=== mem_access_ctrl ===
==> mem_access_ctrl/wires.png <==
Scale: 6 px per um.
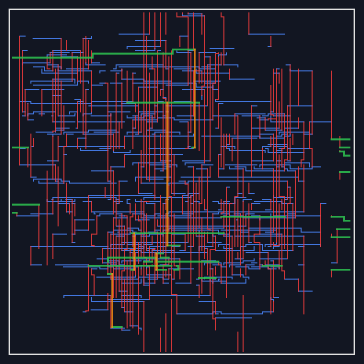

==> config.mk <==
export PLATFORM = sky130hd
export DESIGN_NAME = mem_access_ctrl
export DESIGN_NICKNAME = d
export VERILOG_FILES = /design/src/rtl/mem_ctrl_pkg.sv /design/src/rtl/ack_timeout_counter.sv /design/src/rtl/mem_access_ctrl.sv
export SDC_FILE = /design/constraint.sdc
export NUM_CORES = 1
export LEC_CHECK = 0
export CORE_UTILIZATION = 45
export CTS_CLUSTER_DIAMETER = 150
export DETAILED_ROUTE_END_ITERATION = 10
export PLACE_DENSITY = 0.78
export SYNTH_ARGS = -nofsm -noshare
export SYNTH_HDL_FRONTEND = slang
export SYNTH_HIERARCHICAL = 1
export SYNTH_SLANG_ARGS = --single-unit
==> constraint.sdc <==
create_clock -name clk -period 1.98 [get_ports clk]
set_clock_uncertainty 0.15 [all_clocks]
set_input_delay 0.396 -clock clk [delete_from_list [all_inputs] [get_ports clk]]
set_output_delay 0.396 -clock clk [all_outputs]
set_load 0.1 [all_outputs]
==> src/rtl/mem_ctrl_pkg.sv <==
// mem_ctrl_pkg: shared state encoding and constants for the MEM-stage access controller
package mem_ctrl_pkg;
    typedef enum logic [1:0] {IDLE, ACCESS, COMPLETE, ABORT} state_t;
    localparam int          TIMEOUT_DEFAULT = 16;
    localparam logic [15:0] ACCESS_CNT_MAX  = 16'hFFFF;
endpackage

==> src/rtl/ack_timeout_counter.sv <==
// ack_timeout_counter: counts cycles spent waiting for a memory ack and flags the timeout cycle
//   clk, reset : clock, synchronous active-high reset
//   clear      : zero the counter
//   en         : advance the counter by one
//   count      : current wait count
//   expired    : count has reached TIMEOUT_CYCLES-1
module ack_timeout_counter
    import mem_ctrl_pkg::*;
#(
    parameter int TIMEOUT_CYCLES = TIMEOUT_DEFAULT,
    parameter int CNT_W          = 5
) (
    input  logic             clk,
    input  logic             reset,
    input  logic             clear,
    input  logic             en,
    output logic [CNT_W-1:0] count,
    output logic             expired
);
    always_ff @(posedge clk) begin
        if (reset || clear) count <= '0;
        else if (en)        count <= count + 1'b1;
    end
    assign expired = count == CNT_W'(TIMEOUT_CYCLES - 1);
endmodule

==> src/rtl/mem_access_ctrl.sv <==
// mem_access_ctrl: sequences MEM-stage data-memory accesses and drives MEM/WB enable/bubble
//   clk, reset                  : clock, synchronous active-high reset
//   validM/memReadM/memWriteM   : M-stage instruction qualifiers
//   flushM                      : squash the instruction in M
//   memAck                      : memory completes the current request
//   memReq, memWe               : registered memory request and write strobe
//   stallM, wbEn, bubbleW       : combinational pipeline controls
//   timeoutErr                  : sticky timeout flag
//   accessCount                 : saturating count of completed accesses
module mem_access_ctrl
    import mem_ctrl_pkg::*;
#(
    parameter int TIMEOUT_CYCLES = TIMEOUT_DEFAULT,
    parameter int CNT_W          = 5
) (
    input  logic        clk,
    input  logic        reset,
    input  logic        validM,
    input  logic        memReadM,
    input  logic        memWriteM,
    input  logic        flushM,
    input  logic        memAck,
    output logic        memReq,
    output logic        memWe,
    output logic        stallM,
    output logic        wbEn,
    output logic        bubbleW,
    output logic        timeoutErr,
    output logic [15:0] accessCount
);
    state_t           state, next_state;
    logic             squash, mem_op, cnt_clear, cnt_en, expired;
    logic [CNT_W-1:0] wait_cnt;

    assign mem_op = validM & ~flushM & (memReadM | memWriteM);

    ack_timeout_counter #(.TIMEOUT_CYCLES(TIMEOUT_CYCLES), .CNT_W(CNT_W)) u_cnt (
        .clk    (clk),
        .reset  (reset),
        .clear  (cnt_clear),
        .en     (cnt_en),
        .count  (wait_cnt),
        .expired(expired)
    );

    always_comb begin
        next_state = state;
        stallM     = 1'b0;
        wbEn       = 1'b1;
        bubbleW    = 1'b0;
        cnt_clear  = 1'b0;
        cnt_en     = 1'b0;
        case (state)
            IDLE: begin
                stallM     = mem_op;
                wbEn       = ~mem_op;
                bubbleW    = ~(validM & ~flushM);
                cnt_clear  = 1'b1;
                next_state = mem_op ? ACCESS : IDLE;
            end
            ACCESS: begin
                stallM     = 1'b1;
                wbEn       = 1'b0;
                cnt_en     = ~memAck;
                // an ack on the timeout cycle still completes the access
                next_state = memAck ? COMPLETE : expired ? ABORT : ACCESS;
            end
            COMPLETE: begin
                bubbleW    = squash;
                next_state = IDLE;
            end
            ABORT: begin
                bubbleW    = 1'b1;
                next_state = IDLE;
            end
            default: next_state = IDLE;
        endcase
    end

    always_ff @(posedge clk) begin
        if (reset) begin
            state       <= IDLE;
            memReq      <= 1'b0;
            memWe       <= 1'b0;
            squash      <= 1'b0;
            timeoutErr  <= 1'b0;
            accessCount <= '0;
        end else begin
            state      <= next_state;
            memReq     <= next_state == ACCESS;
            // write strobe is captured on entry and held for the whole access
            memWe      <= (next_state == ACCESS) & ((state == IDLE) ? memWriteM : memWe);
            // a flush during ACCESS cannot cancel a possibly committed store, so remember it
            squash     <= (state == ACCESS) & (squash | flushM);
            timeoutErr <= timeoutErr | (state == ABORT);
            if (state == COMPLETE && accessCount != ACCESS_CNT_MAX)
                accessCount <= accessCount + 16'd1;
        end
    end

    always_ff @(posedge clk) begin
        if (!reset && state == ACCESS)
            assert (wait_cnt < CNT_W'(TIMEOUT_CYCLES));
    end
endmodule

=== io_input_conditioner ===
### config.mk
export PLATFORM = sky130hd
export DESIGN_NAME = io_input_conditioner
export DESIGN_NICKNAME = d
export VERILOG_FILES = /design/src/rtl/io_in_pkg.sv /design/src/rtl/io_input_conditioner_debounce_cell.sv /design/src/rtl/io_input_conditioner.sv
export SDC_FILE = /design/constraint.sdc
export NUM_CORES = 1
export LEC_CHECK = 0
export CORE_AREA = 2 2 146 148
export DETAILED_ROUTE_END_ITERATION = 12
export DIE_AREA = 0 0 148 150
export GPL_TIMING_DRIVEN = 0
export REMOVE_ABC_BUFFERS = 1
export SLEW_MARGIN = 20
export SYNTH_ARGS = -nofsm -noshare
export SYNTH_HDL_FRONTEND = slang
export SYNTH_HIERARCHICAL = 1
export SYNTH_SLANG_ARGS = --single-unit
### constraint.sdc
create_clock -name clk -period 3.85 [get_ports clk]
set_input_delay 0.9625 -clock clk [delete_from_list [all_inputs] [get_ports clk]]
set_output_delay 0.9625 -clock clk [all_outputs]
set_load 0.1 [all_outputs]
### src/rtl/io_in_pkg.sv
// io_in_pkg: shared constants and types for the io0 input conditioner.
// Revision: 1.0
`default_nettype none

package io_in_pkg;
  localparam int IO_W             = 32;
  localparam int SW_W_DEF         = 18;
  localparam int KEY_W_DEF        = 4;
  localparam int DEBOUNCE_CYC_DEF = 500000;

  typedef logic [IO_W-1:0] io_word_t;
endpackage

`default_nettype wire

### src/rtl/io_input_conditioner_debounce_cell.sv
// debounce_cell: 2-FF synchroniser followed by a candidate/counter debouncer.
// Revision: 1.0
`default_nettype none

module debounce_cell
  import io_in_pkg::*;
#(
  parameter int             W       = 1,
  parameter int             CYCLES  = 4,
  parameter logic [W-1:0]   RST_VAL = '0
) (
  input  logic         clk,
  input  logic         rst,
  input  logic [W-1:0] i_d,
  output logic [W-1:0] o_sync,
  output logic [W-1:0] o_db,
  output logic         o_acc
);

  localparam int             c_cnt_w = (CYCLES > 1) ? $clog2(CYCLES) : 1;
  localparam [c_cnt_w-1:0]   c_last  = c_cnt_w'(CYCLES - 1);

  logic [W-1:0]       r_s1;
  logic [W-1:0]       r_s2;
  logic [W-1:0]       r_cand;
  logic [W-1:0]       r_db;
  logic [c_cnt_w-1:0] r_cnt;

  always_ff @(posedge clk or posedge rst) begin
    if (rst) begin
      r_s1   <= RST_VAL;
      r_s2   <= RST_VAL;
      r_cand <= RST_VAL;
      r_db   <= RST_VAL;
      r_cnt  <= '0;
    end else begin
      r_s1 <= i_d;
      r_s2 <= r_s1;
      if (r_s2 != r_cand) begin
        r_cand <= r_s2;
        r_cnt  <= '0;
      end else if (r_cand != r_db) begin
        if (r_cnt == c_last) begin
          r_db  <= r_cand;
          r_cnt <= '0;
        end else begin
          r_cnt <= r_cnt + 1'b1;
        end
      end else begin
        r_cnt <= '0;
      end
    end
  end

  // High in the cycle whose closing edge loads cand into db.
  assign o_acc  = (r_s2 == r_cand) && (r_cand != r_db) && (r_cnt == c_last);
  assign o_sync = r_s2;
  assign o_db   = r_db;

endmodule

`default_nettype wire

### src/rtl/io_input_conditioner.sv
// io_input_conditioner: debounced SW/KEY inputs, sticky key events, io0 read word.
// Optional interrupt output enabled by defining IO_IN_IRQ_EN. Revision: 1.0
`default_nettype none

module io_input_conditioner
  import io_in_pkg::*;
#(
  parameter int SW_W         = SW_W_DEF,
  parameter int KEY_W        = KEY_W_DEF,
  parameter int DEBOUNCE_CYC = DEBOUNCE_CYC_DEF
) (
  input  logic             clk,
  input  logic             rst,
  input  logic [SW_W-1:0]  sw_raw,
  input  logic [KEY_W-1:0] key_raw,
  output io_word_t         io0_data,
  output logic [KEY_W-1:0] key_level,
  output logic [KEY_W-1:0] key_evt,
  input  logic [KEY_W-1:0] evt_clr,
  output logic             sw_chg
`ifdef IO_IN_IRQ_EN
  ,
  input  logic [KEY_W-1:0] irq_mask,
  output logic             irq
`endif
);

  logic [SW_W-1:0]  w_sw_db;
  logic [SW_W-1:0]  w_sw_sync;
  logic             w_sw_acc;
  logic [KEY_W-1:0] w_key_db;
  logic [KEY_W-1:0] w_key_sync;
  logic [KEY_W-1:0] w_key_acc;
  logic [KEY_W-1:0] w_press;

  logic [SW_W-1:0]  r_sw_prev;
  logic             r_sw_chg;
  logic [KEY_W-1:0] r_key_evt;
  logic [KEY_W-1:0] r_arm;
  logic [1:0]       r_vld;

  debounce_cell #(
    .W       (SW_W),
    .CYCLES  (DEBOUNCE_CYC),
    .RST_VAL ({SW_W{1'b0}})
  ) u_sw_db (
    .clk    (clk),
    .rst    (rst),
    .i_d    (sw_raw),
    .o_sync (w_sw_sync),
    .o_db   (w_sw_db),
    .o_acc  (w_sw_acc)
  );

  for (genvar i = 0; i < KEY_W; i++) begin : g_key
    debounce_cell #(
      .W       (1),
      .CYCLES  (DEBOUNCE_CYC),
      .RST_VAL (1'b1)
    ) u_key_db (
      .clk    (clk),
      .rst    (rst),
      .i_d    (key_raw[i]),
      .o_sync (w_key_sync[i]),
      .o_db   (w_key_db[i]),
      .o_acc  (w_key_acc[i])
    );
  end

  // A press is accepted only while db still reads released and the key has
  // been seen released since reset, so a key held through reset stays silent.
  assign w_press = w_key_acc & w_key_db & r_arm;

  always_ff @(posedge clk or posedge rst) begin
    if (rst) begin
      r_sw_prev <= '0;
      r_sw_chg  <= 1'b0;
      r_key_evt <= '0;
      r_arm     <= '0;
      r_vld     <= 2'b00;
    end else begin
      r_sw_prev <= w_sw_db;
      r_sw_chg  <= (w_sw_db != r_sw_prev);
      r_key_evt <= (r_key_evt & ~evt_clr) | w_press;
      r_vld     <= {r_vld[0], 1'b1};
      r_arm     <= r_arm | ({KEY_W{r_vld[1]}} & w_key_sync);
    end
  end

`ifdef IO_IN_IRQ_EN
  logic r_irq;

  always_ff @(posedge clk or posedge rst) begin
    if (rst) r_irq <= 1'b0;
    else     r_irq <= |(r_key_evt & irq_mask);
  end

  assign irq = r_irq;
`endif

  assign io0_data  = io_word_t'(w_sw_db);
  assign key_level = ~w_key_db;
  assign key_evt   = r_key_evt;
  assign sw_chg    = r_sw_chg;

  // Raw sync and accept strobe of the switch bus are not needed at this level.
  logic w_unused;
  assign w_unused = ^{w_sw_sync, w_sw_acc};

endmodule

`default_nettype wire

=== lsu_multi_outstanding ===
$ cat src/rtl/lsu_multi_outstanding.sv
// Load/store unit with a pending-response FIFO; byte-lane alignment, misalign/bus-error reporting, flush squash.
// Optional macro LSU_PERF_CNT_EN adds load/store/stall performance counters.
package lsu_pkg;
    typedef enum logic [2:0] {LB, LH, LW, LBU, LHU, SB, SH, SW} fu_op_t;

    localparam int unsigned WB_ID_W = 5;

    typedef struct packed {
        logic               wb_vld;
        logic [31:0]        wb_data;
        logic [WB_ID_W-1:0] trans_id;
    } wb_port_t;
endpackage

module lsu_multi_outstanding
    import lsu_pkg::*;
#(
    parameter int unsigned MAX_OUTSTANDING = 2,
    parameter int unsigned ID_W            = 5
) (
    input  logic            clk_i,
    input  logic            rst_i,
    input  logic            flush_ex_i,
    input  fu_op_t          ls_operator_i,
    input  logic [ID_W-1:0] trans_id_i,
    input  logic [31:0]     ls_addr_i,
    input  logic [31:0]     store_data_i,
    input  logic            alu_vld_i,
    output logic            ls_rdy_o,
    output wb_port_t        ls_wb_port_o,
    output logic            ls_exc_vld_o,
    output logic [ID_W-1:0] ls_exc_id_o,
    output logic [31:0]     ls_exc_addr_o,
    output logic            data_req_o,
    output logic [31:0]     data_addr_o,
    output logic            data_we_o,
    output logic [3:0]      data_be_o,
    output logic [31:0]     data_wdata_o,
    input  logic            data_gnt_i,
    input  logic            data_rvalid_i,
    input  logic [31:0]     data_rdata_i,
    input  logic            data_err_i
`ifdef LSU_PERF_CNT_EN
    ,
    output logic [31:0]     perf_ld_cnt_o,
    output logic [31:0]     perf_st_cnt_o,
    output logic [31:0]     perf_stall_cnt_o
`endif
);

    localparam int unsigned PTR_W = (MAX_OUTSTANDING > 1) ? $clog2(MAX_OUTSTANDING) : 1;
    localparam int unsigned CNT_W = $clog2(MAX_OUTSTANDING + 1);

    function automatic logic op_is_store(fu_op_t op);
        return op inside {SB, SH, SW};
    endfunction

    function automatic logic op_misaligned(fu_op_t op, logic [1:0] off);
        case (op)
            LH, LHU, SH: return off[0];
            LW, SW:      return off != 2'b00;
            default:     return 1'b0;
        endcase
    endfunction

    function automatic logic [3:0] byte_en(fu_op_t op, logic [1:0] off);
        logic [3:0] base;
        case (op)
            LB, LBU, SB: base = 4'b0001;
            LH, LHU, SH: base = 4'b0011;
            default:     base = 4'b1111;
        endcase
        return base << off;
    endfunction

    function automatic logic [31:0] store_lanes(fu_op_t op, logic [31:0] d);
        case (op)
            SB:      return {4{d[7:0]}};
            SH:      return {2{d[15:0]}};
            default: return d;
        endcase
    endfunction

    function automatic logic [31:0] load_extend(fu_op_t op, logic [31:0] rdata, logic [1:0] off);
        logic [31:0]        sh;
        logic signed [7:0]  b;
        logic signed [15:0] h;
        sh = rdata >> {off, 3'b000};
        b  = sh[7:0];
        h  = sh[15:0];
        case (op)
            LB:      return 32'(b);
            LH:      return 32'(h);
            LBU:     return {24'b0, sh[7:0]};
            LHU:     return {16'b0, sh[15:0]};
            default: return sh;
        endcase
    endfunction

    function automatic logic [PTR_W-1:0] ptr_inc(logic [PTR_W-1:0] p);
        return (p == PTR_W'(MAX_OUTSTANDING - 1)) ? '0 : p + 1'b1;
    endfunction

    logic            req_vld_q, req_mis_q;
    fu_op_t          req_op_q;
    logic [ID_W-1:0] req_id_q;
    logic [31:0]     req_addr_q, req_wdata_q;

    logic [ID_W-1:0]            fifo_id_q   [MAX_OUTSTANDING];
    fu_op_t                     fifo_op_q   [MAX_OUTSTANDING];
    logic [31:0]                fifo_addr_q [MAX_OUTSTANDING];
    logic [MAX_OUTSTANDING-1:0] fifo_sq_q;
    logic [PTR_W-1:0]           wptr_q, rptr_q;
    logic [CNT_W-1:0]           cnt_q;

    logic             push, pop, rsp_ok, rsp_err, mis_report, accept;
    logic             slot_free, fifo_space;
    logic [CNT_W:0]   cnt_with_push;

    assign data_req_o    = req_vld_q && !req_mis_q;
    assign push          = data_req_o && data_gnt_i;
    assign pop           = data_rvalid_i && (cnt_q != '0);
    assign rsp_ok        = pop && !fifo_sq_q[rptr_q] && !data_err_i;
    assign rsp_err       = pop && !fifo_sq_q[rptr_q] && data_err_i;
    // A bus error wins the exception port; the misalign report waits a cycle.
    assign mis_report    = req_vld_q && req_mis_q && !rsp_err && !flush_ex_i;
    assign slot_free     = !req_vld_q || push || mis_report;
    assign cnt_with_push = {1'b0, cnt_q} + (CNT_W + 1)'(push);
    assign fifo_space    = cnt_with_push < (CNT_W + 1)'(MAX_OUTSTANDING);
    assign ls_rdy_o      = !flush_ex_i && slot_free && fifo_space;
    assign accept        = alu_vld_i && ls_rdy_o;

    always_comb begin
        data_addr_o           = '0;
        data_we_o             = 1'b0;
        data_be_o             = '0;
        data_wdata_o          = '0;
        ls_wb_port_o          = '0;
        ls_exc_vld_o          = 1'b0;
        ls_exc_id_o           = '0;
        ls_exc_addr_o         = '0;
        if (data_req_o) begin
            data_addr_o  = {req_addr_q[31:2], 2'b00};
            data_we_o    = op_is_store(req_op_q);
            data_be_o    = byte_en(req_op_q, req_addr_q[1:0]);
            data_wdata_o = op_is_store(req_op_q) ? store_lanes(req_op_q, req_wdata_q) : '0;
        end
        if (rsp_ok) begin
            ls_wb_port_o.wb_vld   = 1'b1;
            ls_wb_port_o.trans_id = WB_ID_W'(fifo_id_q[rptr_q]);
            ls_wb_port_o.wb_data  = op_is_store(fifo_op_q[rptr_q]) ? '0 :
                load_extend(fifo_op_q[rptr_q], data_rdata_i, fifo_addr_q[rptr_q][1:0]);
        end
        if (rsp_err) begin
            ls_exc_vld_o  = 1'b1;
            ls_exc_id_o   = fifo_id_q[rptr_q];
            ls_exc_addr_o = fifo_addr_q[rptr_q];
        end else if (mis_report) begin
            ls_exc_vld_o  = 1'b1;
            ls_exc_id_o   = req_id_q;
            ls_exc_addr_o = req_addr_q;
        end
    end

    always_ff @(posedge clk_i or posedge rst_i) begin
        if (rst_i) begin
            req_vld_q <= 1'b0;
            req_mis_q <= 1'b0;
            fifo_sq_q <= '0;
            wptr_q    <= '0;
            rptr_q    <= '0;
            cnt_q     <= '0;
        end else begin
            if (flush_ex_i) begin
                req_vld_q <= 1'b0;
            end else if (accept) begin
                req_vld_q <= 1'b1;
                req_mis_q <= op_misaligned(ls_operator_i, ls_addr_i[1:0]);
            end else if (push || mis_report) begin
                req_vld_q <= 1'b0;
            end
            if (flush_ex_i) fifo_sq_q <= '1;
            if (push) begin
                fifo_sq_q[wptr_q] <= flush_ex_i;
                wptr_q            <= ptr_inc(wptr_q);
            end
            if (pop) rptr_q <= ptr_inc(rptr_q);
            cnt_q <= cnt_q + CNT_W'(push) - CNT_W'(pop);
        end
    end

    // Payload registers carry no reset; their valid bits qualify every use.
    always_ff @(posedge clk_i) begin
        if (accept) begin
            req_op_q    <= ls_operator_i;
            req_id_q    <= trans_id_i;
            req_addr_q  <= ls_addr_i;
            req_wdata_q <= store_data_i;
        end
        if (push) begin
            fifo_id_q[wptr_q]   <= req_id_q;
            fifo_op_q[wptr_q]   <= req_op_q;
            fifo_addr_q[wptr_q] <= req_addr_q;
        end
    end

`ifdef LSU_PERF_CNT_EN
    always_ff @(posedge clk_i or posedge rst_i) begin
        if (rst_i) begin
            perf_ld_cnt_o    <= '0;
            perf_st_cnt_o    <= '0;
            perf_stall_cnt_o <= '0;
        end else begin
            if (rsp_ok && !op_is_store(fifo_op_q[rptr_q])) perf_ld_cnt_o <= perf_ld_cnt_o + 1'b1;
            if (rsp_ok && op_is_store(fifo_op_q[rptr_q]))  perf_st_cnt_o <= perf_st_cnt_o + 1'b1;
            if (alu_vld_i && !ls_rdy_o) perf_stall_cnt_o <= perf_stall_cnt_o + 1'b1;
        end
    end
`endif

endmodule

$ cat config.mk
export PLATFORM = sky130hd
export DESIGN_NAME = lsu_multi_outstanding
export DESIGN_NICKNAME = d
export VERILOG_FILES = /design/src/rtl/lsu_multi_outstanding.sv
export SDC_FILE = /design/constraint.sdc
export NUM_CORES = 1
export LEC_CHECK = 0
export ABC_AREA = 1
export CORE_MARGIN = 8
export CORE_UTILIZATION = 42
export DETAILED_ROUTE_END_ITERATION = 10
export GPL_TIMING_DRIVEN = 0
export PLACE_DENSITY = 0.88
export REMOVE_ABC_BUFFERS = 1
export SLEW_MARGIN = 20
export SYNTH_ARGS = -nofsm -noshare
export SYNTH_HDL_FRONTEND = slang
export SYNTH_SLANG_ARGS = --single-unit
$ cat constraint.sdc
create_clock -name clk_i -period 3 [get_ports clk_i]
set_input_delay 0.45 -clock clk_i [delete_from_list [all_inputs] [get_ports clk_i]]
set_output_delay 0.45 -clock clk_i [all_outputs]
set_load 0.01 [all_outputs]
=== lsu_ctrl ===
## src/rtl/lsu_pkg.sv

```systemverilog
// Shared constants and state encoding for the byte-RAM load/store controller.
package lsu_pkg;

    localparam int unsigned ADDR_W = 16;
    localparam int unsigned DATA_W = 8;
    localparam int unsigned WORD_W = 16;

    typedef enum logic [2:0] {
        ST_IDLE,
        ST_ACC0,
        ST_ACC1,
        ST_WAIT,
        ST_DONE
    } lsu_state_e;

endpackage

```

## src/rtl/lsu_ctrl.sv

```systemverilog
// Load/store controller: splits byte and 16-bit CPU accesses into byte-RAM
// cycles and assembles little-endian load data.
module lsu_ctrl
    import lsu_pkg::*;
#(
    parameter int BYTE_SEXT = 0
) (
    input  logic              clk,
    input  logic              rst,
    input  logic              req_valid,
    output logic              req_ready,
    input  logic              req_we,
    input  logic              req_word,
    input  logic [ADDR_W-1:0] req_addr,
    input  logic [WORD_W-1:0] req_wdata,
    output logic              rsp_valid,
    output logic [WORD_W-1:0] rsp_rdata,
    output logic [ADDR_W-1:0] ram_a,
    output logic [DATA_W-1:0] ram_d,
    output logic              ram_re,
    output logic              ram_we,
    input  logic [DATA_W-1:0] ram_q
);

    lsu_state_e        state_q, state_d;
    logic [ADDR_W-1:0] addr_q, addr_d;
    logic [WORD_W-1:0] wdata_q, wdata_d;
    logic              we_q, we_d;
    logic              word_q, word_d;
    logic [DATA_W-1:0] lo_q, lo_d;
    logic [WORD_W-1:0] rdata_q, rdata_d;
    logic [WORD_W-DATA_W-1:0] ext;

    assign ext       = (BYTE_SEXT != 0) ? {(WORD_W-DATA_W){ram_q[DATA_W-1]}} : '0;
    assign req_ready = (state_q == ST_IDLE) && !rst;
    assign rsp_valid = (state_q == ST_DONE) && !rst;
    assign rsp_rdata = rdata_q;

    always_comb begin
        state_d = state_q;
        addr_d  = addr_q;
        wdata_d = wdata_q;
        we_d    = we_q;
        word_d  = word_q;
        lo_d    = lo_q;
        rdata_d = rdata_q;
        ram_a   = '0;
        ram_d   = '0;
        ram_re  = 1'b0;
        ram_we  = 1'b0;
        case (state_q)
            ST_IDLE: begin
                if (req_valid) begin
                    addr_d  = req_addr;
                    wdata_d = req_wdata;
                    we_d    = req_we;
                    word_d  = req_word;
                    state_d = ST_ACC0;
                end
            end
            ST_ACC0: begin
                ram_a  = addr_q;
                ram_d  = wdata_q[DATA_W-1:0];
                ram_we = we_q;
                ram_re = !we_q;
                if (word_q) begin
                    state_d = ST_ACC1;
                end else if (we_q) begin
                    rdata_d = '0;
                    state_d = ST_DONE;
                end else begin
                    state_d = ST_WAIT;
                end
            end
            ST_ACC1: begin
                ram_a  = addr_q + 1'b1;
                ram_d  = wdata_q[WORD_W-1:DATA_W];
                ram_we = we_q;
                ram_re = !we_q;
                if (we_q) begin
                    rdata_d = '0;
                    state_d = ST_DONE;
                end else begin
                    lo_d    = ram_q;
                    state_d = ST_WAIT;
                end
            end
            ST_WAIT: begin
                rdata_d = word_q ? {ram_q, lo_q} : {ext, ram_q};
                state_d = ST_DONE;
            end
            ST_DONE: state_d = ST_IDLE;
            default: state_d = ST_IDLE;
        endcase
        // Reset suppresses the RAM cycle in flight so an interrupted store
        // never commits its pending byte.
        if (rst) begin
            ram_a  = '0;
            ram_d  = '0;
            ram_re = 1'b0;
            ram_we = 1'b0;
        end
    end

    always_ff @(posedge clk) begin
        if (rst) begin
            state_q <= ST_IDLE;
            addr_q  <= '0;
            wdata_q <= '0;
            we_q    <= 1'b0;
            word_q  <= 1'b0;
            lo_q    <= '0;
            rdata_q <= '0;
        end else begin
            state_q <= state_d;
            addr_q  <= addr_d;
            wdata_q <= wdata_d;
            we_q    <= we_d;
            word_q  <= word_d;
            lo_q    <= lo_d;
            rdata_q <= rdata_d;
        end
    end

endmodule
```

## config.mk

```make
export PLATFORM = sky130hd
export DESIGN_NAME = lsu_ctrl
export DESIGN_NICKNAME = d
export VERILOG_FILES = /design/src/rtl/lsu_pkg.sv /design/src/rtl/lsu_ctrl.sv
export SDC_FILE = /design/constraint.sdc
export NUM_CORES = 1
export LEC_CHECK = 0
export ABC_CLOCK_PERIOD_IN_PS = 3400
export CAP_MARGIN = 20
export CORE_MARGIN = 5
export CORE_UTILIZATION = 35
export DETAILED_ROUTE_END_ITERATION = 6
export PLACE_DENSITY_LB_ADDON = 0.05
export SYNTH_ARGS = -nofsm -noshare
export SYNTH_HDL_FRONTEND = slang
export SYNTH_SLANG_ARGS = --single-unit
```

## constraint.sdc

```tcl
create_clock -name clk -period 3.4 [get_ports clk]
set_clock_uncertainty 0.15 [all_clocks]
set_input_delay 0.34 -clock clk [delete_from_list [all_inputs] [get_ports clk]]
set_output_delay 0.34 -clock clk [all_outputs]
set_load 0.02 [all_outputs]
```

==> lsu_ctrl/clocks.png <==
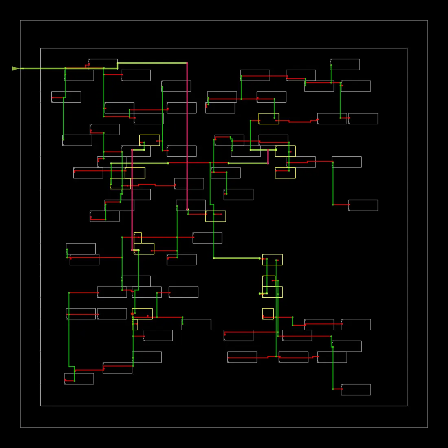
count of sequential standard cells: 61
power of the clock network: 0.000581 W

==> lsu_ctrl/io_fan.png <==
Scale: 4 px per um.
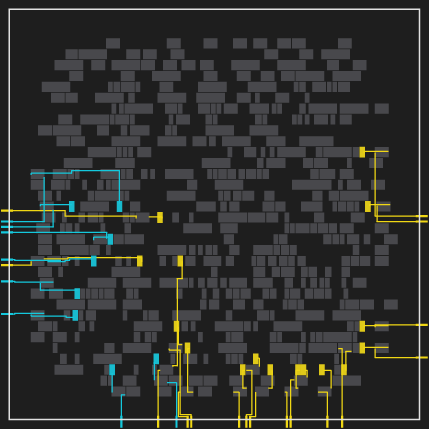
- cyan: ram_d (bits 8; direction output; edge 6 west, 2 south; end cells 8; buffers 8; wire 194 um)
- yellow: req_addr (bits 16; direction input; edge 10 south, 4 east, 2 west; end cells 16; buffers 16; wire 354 um)
total I/O pin count: 89
count of port buffers added during placement: 88

==> commit_impl_results.txt, lsu_ctrl <==
Refresh implementation metrics

- Power attributed to sequential cells is 0.000814 W.
- Per the GRT congestion report, total overflow comes to 0.
- Of the total synthesized cell area, the portion taken by full adders, half adders and majority gates is 0.421%.
- Final #Nets: 503
- Looking at the max-slew report, the worst-margin pin has a slew of 0.786 ns.
* Instance count of the mapped netlist: 379
* Cell Count, Final, Fillers Out: 566
- The first routing iteration left 103 violations.
- Comb gates: 285
- Max layer used: met4
- Sequential share of cell area: 29.9%
- Inserted Diodes: 0
- RSZ-0062 raised after global routing: false
* Post-synthesis cell type with the largest instance count: sky130_fd_sc_hd__nand2_1
- Outcome: completed
- The detail route stage leaves a number of antenna-violating nets equal to 0.
- In this run the power density over the cells is roughly 430 mW/mm^2.
- For this run, global-route usage on met2 was measured as 24.3%.
* Sequential element share of the synthesized area: approximately two fifths
- Clk tree area frac: 4.32%
- Final sum of negative setup slack: 0 ns
* CP Depth: 5
- Data arrival time of the worst path: 2.64 ns
- Global route summary, busiest routing layer listed as met2.
- Counting flops with a built-in enable in the synthesized netlist gives 0.
- The capture point of the worst register-to-register path is recorded as rsp_rdata[12].
- In this run, post-CTS hold repair placed 0 buffers.
- Post-detailed-route DRC marker count: 0
* Number of core rows: 33
- Dividing the detail-routed wire length by the instance count gives 14.7 um.
- Critical-path cell with the highest stage delay: sky130_fd_sc_hd__clkdlybuf4s50_1
- Synthesis area per yosys: 0.00297 mm^2
* Cell type with the largest total area: sky130_fd_sc_hd__dfxtp_1
- Counting stages on the worst path, the most repeated cell is sky130_fd_sc_hd__or3_1.
- Cts repair resizes: 0
* Worst rel slew slack: 47.4%
* Share of cell area taken by multi-input logic gates: 38.4%
- Net load switching power: 0.000534 W
- Reg2Reg Launch Point: state_q[0]
* Proportion of synthesized area in mux cells: 2.69%
* Placeable core region: 0.00826 mm^2
- The worst hold path terminates at addr_q[11].
- Warnings reported by Yosys during synthesis add up to 0.
* Worst hold start: rst
* Setup slack at placement: 0.626 ns
* Post-synth ARST share: 0%
* Cell count in the Yosys report: 379
* Routed met1 length: approximately 4000 um
* Floorplan Utilization: a little over a third
- Inverters: 3
* Die outline area: 0.0104 mm^2
- Counting instances in the post-synthesis netlist gives the leading cell types as sky130_fd_sc_hd__nand2_1 (95), sky130_fd_sc_hd__dfxtp_1 (61), sky130_fd_sc_hd__a21oi_1 (51), sky130_fd_sc_hd__nor2_1 (34), sky130_fd_sc_hd__buf_2 (14).
- Worst path setup slack after routing: 0.267 ns
* Fraction of final layout cells with drive strength greater than 1: 9.11%
- In the final report, the number of endpoints failing setup comes to 0.
- In this build the clock could be raised as far as approximately 320 MHz.
- The gate-level netlist out of Yosys references 47 unique cell types.
- The first global-routing pass estimated 13700 um of wire.
* Hold depth: 2
* Crit path capture type: output port
- Buffers inserted during clock tree synthesis total 9.
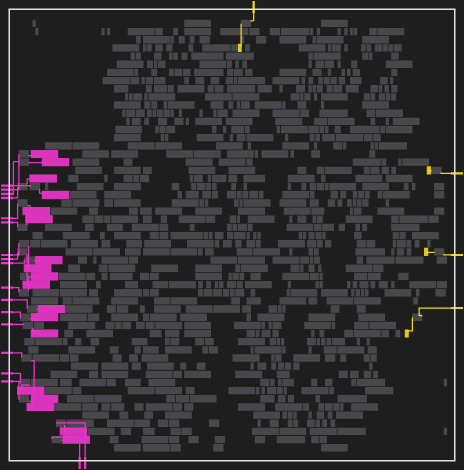
(io_input_conditioner/io_fan.png)
Scale: 3 px per um.
- yellow: key_level (bits 4; direction output; edge 3 east, 1 north; end cells 4; buffers 4; wire 42.9 um)
- magenta: sw_raw (bits 18; direction input; edge 16 west, 2 south; end cells 18; buffers 18; wire 233 um)

==> commit_impl_results.txt, io_input_conditioner <==
Refresh implementation metrics

* RSZ-0062 raised after global routing: false
- Derived from the worst setup path, the maximum achievable clock frequency is about 320 MHz.
- The registers reported with the highest flop counts are g_key.u_key_db/r_cnt (76), u_sw_db/r_cnt (19).
* Floorplan Utilization: between 40% and 50%
* OpenROAD warnings: 25
- The report lists the number of cells resized after CTS as 0.
- Number of warnings printed during yosys synthesis: 6
- The number of buffers and inverters on the critical path is 1.
- The detailed router put a total of approximately 7600 um of wire on met1.
- CTS built an H-tree with a depth of 1.
- The number of hold buffers added after CTS was 0.
- In the hold timing report, the worst path depth is 0.
- The critical path starts at u_sw_db/o_db[11].
- Critical path type: flip-flop to output port
- Entering global routing, the biggest net connects 47 pins.
* Core Util, Final: 51.7%
- Worst hold start: u_sw_db/r_s1[1]
* Most common library cell in the layout ignoring fill and taps: sky130_fd_sc_hd__dfrtp_1
- R2r endpoint: u_sw_db/o_db[6]
* Hold Path End: u_sw_db/o_sync[1]
* Top logic cells by instance count in the layout: sky130_fd_sc_hd__dfrtp_1 (196), sky130_fd_sc_hd__nor2_1 (65), sky130_fd_sc_hd__xnor2_1 (60), sky130_fd_sc_hd__xor2_1 (55), sky130_fd_sc_hd__clkdlybuf4s50_1 (54)
- The flow ran to the end, and the final reports show no timing, DRC or antenna violations.
* Worst path setup slack after routing: between 0.7 and 0.8 ns
* Total via count in the routed design: 5805
- Total length of routed met3 wires: 715 um
* Die outline area: 0.0222 mm^2
* Hold WS: 0.343 ns
- Average via count per standard cell: 5.17
- The type recorded for the worst min-delay path is flip-flop to flip-flop.
- Worst rel slew slack: 33.8%
* Routing usage on met1: 21.0%
==> lsu_multi_outstanding/clocks.png <==
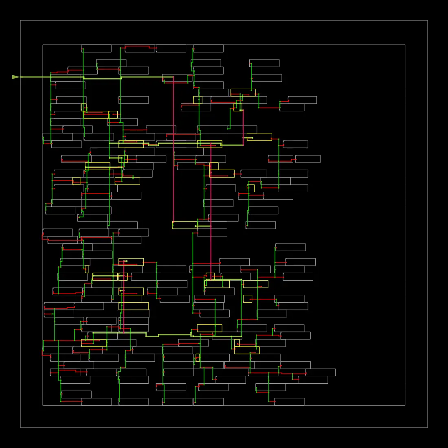
clock buffers: 17
Worst Clk Skew: 0.0110 ns

==> commit_impl_results.txt, lsu_multi_outstanding <==
Refresh implementation metrics

- Looking at the critical path, the highest net fanout was 13.
- Cell repeated most along the worst path: sky130_fd_sc_hd__a21oi_1
* Top logic cells by instance count in the layout: sky130_fd_sc_hd__clkdlybuf4s50_1 (175), sky130_fd_sc_hd__nor2_1 (159), sky130_fd_sc_hd__edfxtp_1 (152), sky130_fd_sc_hd__inv_1 (87), sky130_fd_sc_hd__o21ai_0 (61)
* Unique masters post-synth: 37
- Net switching is between 30% and 40% of the power.
* Arithmetic-cell share of the synthesized area counting full adders, half adders and majority gates: 0.330%
* Sequential element share of the synthesized area: 62.7%
- Critical-path cell with the highest stage delay: sky130_fd_sc_hd__clkdlybuf4s50_1
- Xor/xnor share of the synthesized area: less than 1%
- Maximum number of pins on one net before global-route repair: 40
- Per the area breakdown, the dominant cell category is sequential cells.
* Endpoint required time on the critical path: 2.55 ns
* Share of the synthesized area in the top cell type: 60.1%
* Floorplan Utilization: a little over two fifths
- STA classifies the critical path startpoint as a flip-flop.
- The routed design shows a wire length per standard cell of about 21 um.
* CP max stage delay: slightly below 0.6 ns
- Number of antenna violations at the first check in global routing: 3
- In the final layout, flip-flops and latches occupy approximately 0.0048 mm^2.
- Number of global-route vias before repair: between 6k and 7k
- Total Wirelength: 26200 um
- Instance count of the mapped netlist: ~740
- The run finished with clean final reports.
* Inserted Diodes: 0
* CTS buffer count: 17
* Hold WS: 0.276 ns
- The H-tree was split into 4 levels.
- Leakage power figure: 5.02 nW
- Looking at the power breakdown, the clock network takes 26.0% of the total.
* Routed met1 length: 9610 um
- Gates resized during post-CTS repair numbered 108.
* Final #Nets: around 1.1k
- Clock latency at the later pin of the worst-skew pair: 0.43 ns
* Clk tree area frac: 4.82%
* Net load switching power: 0.00283 W
- The die covers 0.0226 mm^2.
* Clock Path Buffers: 2
* Placed insts: 1189
- Basic-gate share of the synthesized area counting and, or, nand and nor cells: 15.3%
==> mem_access_ctrl/flops_by_reg.png <==
Scale: 4 px per um. Other sequential cells in the stronger grey, the rest of the logic in the fainter grey.
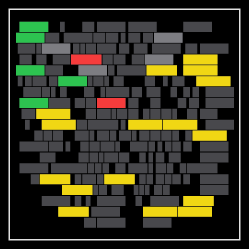
- red: state (flops 2)
- yellow: accessCount (flops 16; where all over the die)
- green: u_cnt/count (flops 5; where north-west)

About mem_access_ctrl/wires.png:
- green: metal 3 (wire length 149 um)
- orange: metal 4 (wire length 57.8 um)
- red: metal 2 (wire length 1730 um)
- blue: metal 1 (wire length 1390 um)
Total Wirelength: 3330 um
total via count in the routed design: 1323

==> commit_impl_results.txt, mem_access_ctrl <==
Refresh implementation metrics

- Looking at the group totals, the largest power group turns out to be sequential cells.
* CTS buffer count: 3
- Met2 Resource Use GR: 39.3%
* Multi-input gate area in the final layout: 820 um^2
* Critical-path cell with the highest stage delay: sky130_fd_sc_hd__dfxtp_1
- Looking at the setup timing report, the critical path kind is flip-flop to output port.
* Clock latency at the later pin of the worst-skew pair: approximately 0.34 ns
* Clock sinks: 27
- For this run, design rule violations remaining after detail routing come to 4.
- First-pass iteration count of the detailed router: 7
- Summed over all sequential cells, the power is 0.000542 W.
- Sequential share of cell area: 28.2%
- In this run the static leakage power is 0.756 nW.
- The critical path crosses 3 cells after its start point.
* Critical path buffers and inverters: 2
* Failing checks: DRC
- Type of the worst min-delay path: input port to flip-flop
* Register with the highest flop count: accessCount
- The flow reports power dissipated in the clock network as ~0.00025 W.
* Arithmetic-cell share of the synthesized area counting full adders, half adders and majority gates: 2.73%
* Synthesis area per yosys: roughly 0.0014 mm^2
* Total length of routed met3 wires: 148 um
- In the floorplan report the effective utilization is between 40 and 50%.
- The flow ran to the end, but the final reports show violations.
* Fraction of power consumed by the clock network: between 20% and 30%
* Transition time of the tightest slew-check pin: 0.445 ns
- Headroom to the max-slew limit came out at 70.1%.
* Number of setup violations in the final report: 0
- Between the synthesized netlist and the finished layout, the area growth was recorded as 51.4%.
- Die outline area: 0.00328 mm^2
* Average via count per standard cell: 6.01
* Worst path setup slack after routing: 0.0579 ns
- The largest registers in the layout are accessCount (16), u_cnt/count (5), state (2).
- The worst register-to-register path depth is 5.
* Maximum frequency from static timing analysis: 520 MHz
* Post-synth ARST share: 0%
- Tapcell count: 31
- The first global-routing pass estimated around 5700 um of wire.


==> layout pictures side by side <==
Where the registers sit.
Plate I
Scale: 2 px per um. Other sequential cells in the stronger grey, the rest of the logic in the fainter grey.
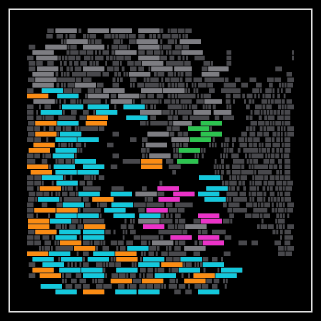
Plate II
Scale: 2 px per um. Other sequential cells in the stronger grey, the rest of the logic in the fainter grey.
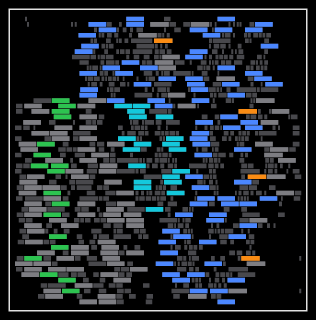
Plate III
Scale: 3 px per um. Other sequential cells in the stronger grey, the rest of the logic in the fainter grey.
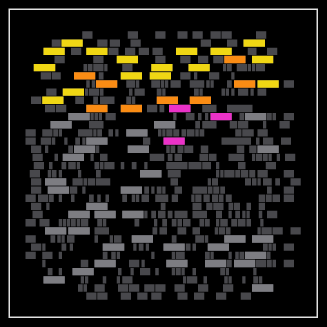
| picture | from |
|---|---|
| Plate III | lsu_ctrl |
| Plate II | io_input_conditioner |
| Plate I | lsu_multi_outstanding |
The one with the smallest die is Plate III.
The one with the fewest sequential cells is Plate III.


==> screenshots <==
Metal layers overlaid.
panel A
Scale: 2 px per um.
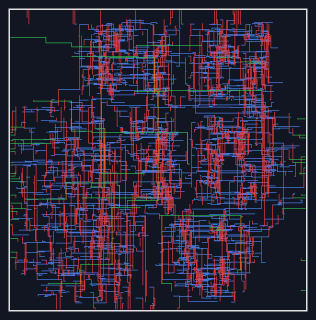
panel B
Scale: 2 px per um.
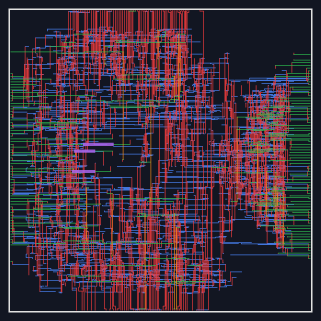
panel C
Scale: 4 px per um.
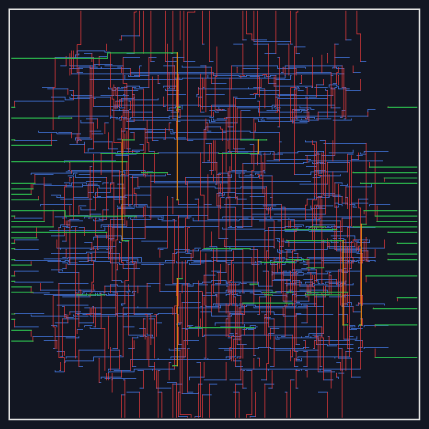
The one with the most wire is panel B.
panel A: io_input_conditioner
panel C: lsu_ctrl
panel B: lsu_multi_outstanding

Power figures rest on the tool's default switching activity, not on a simulated workload.
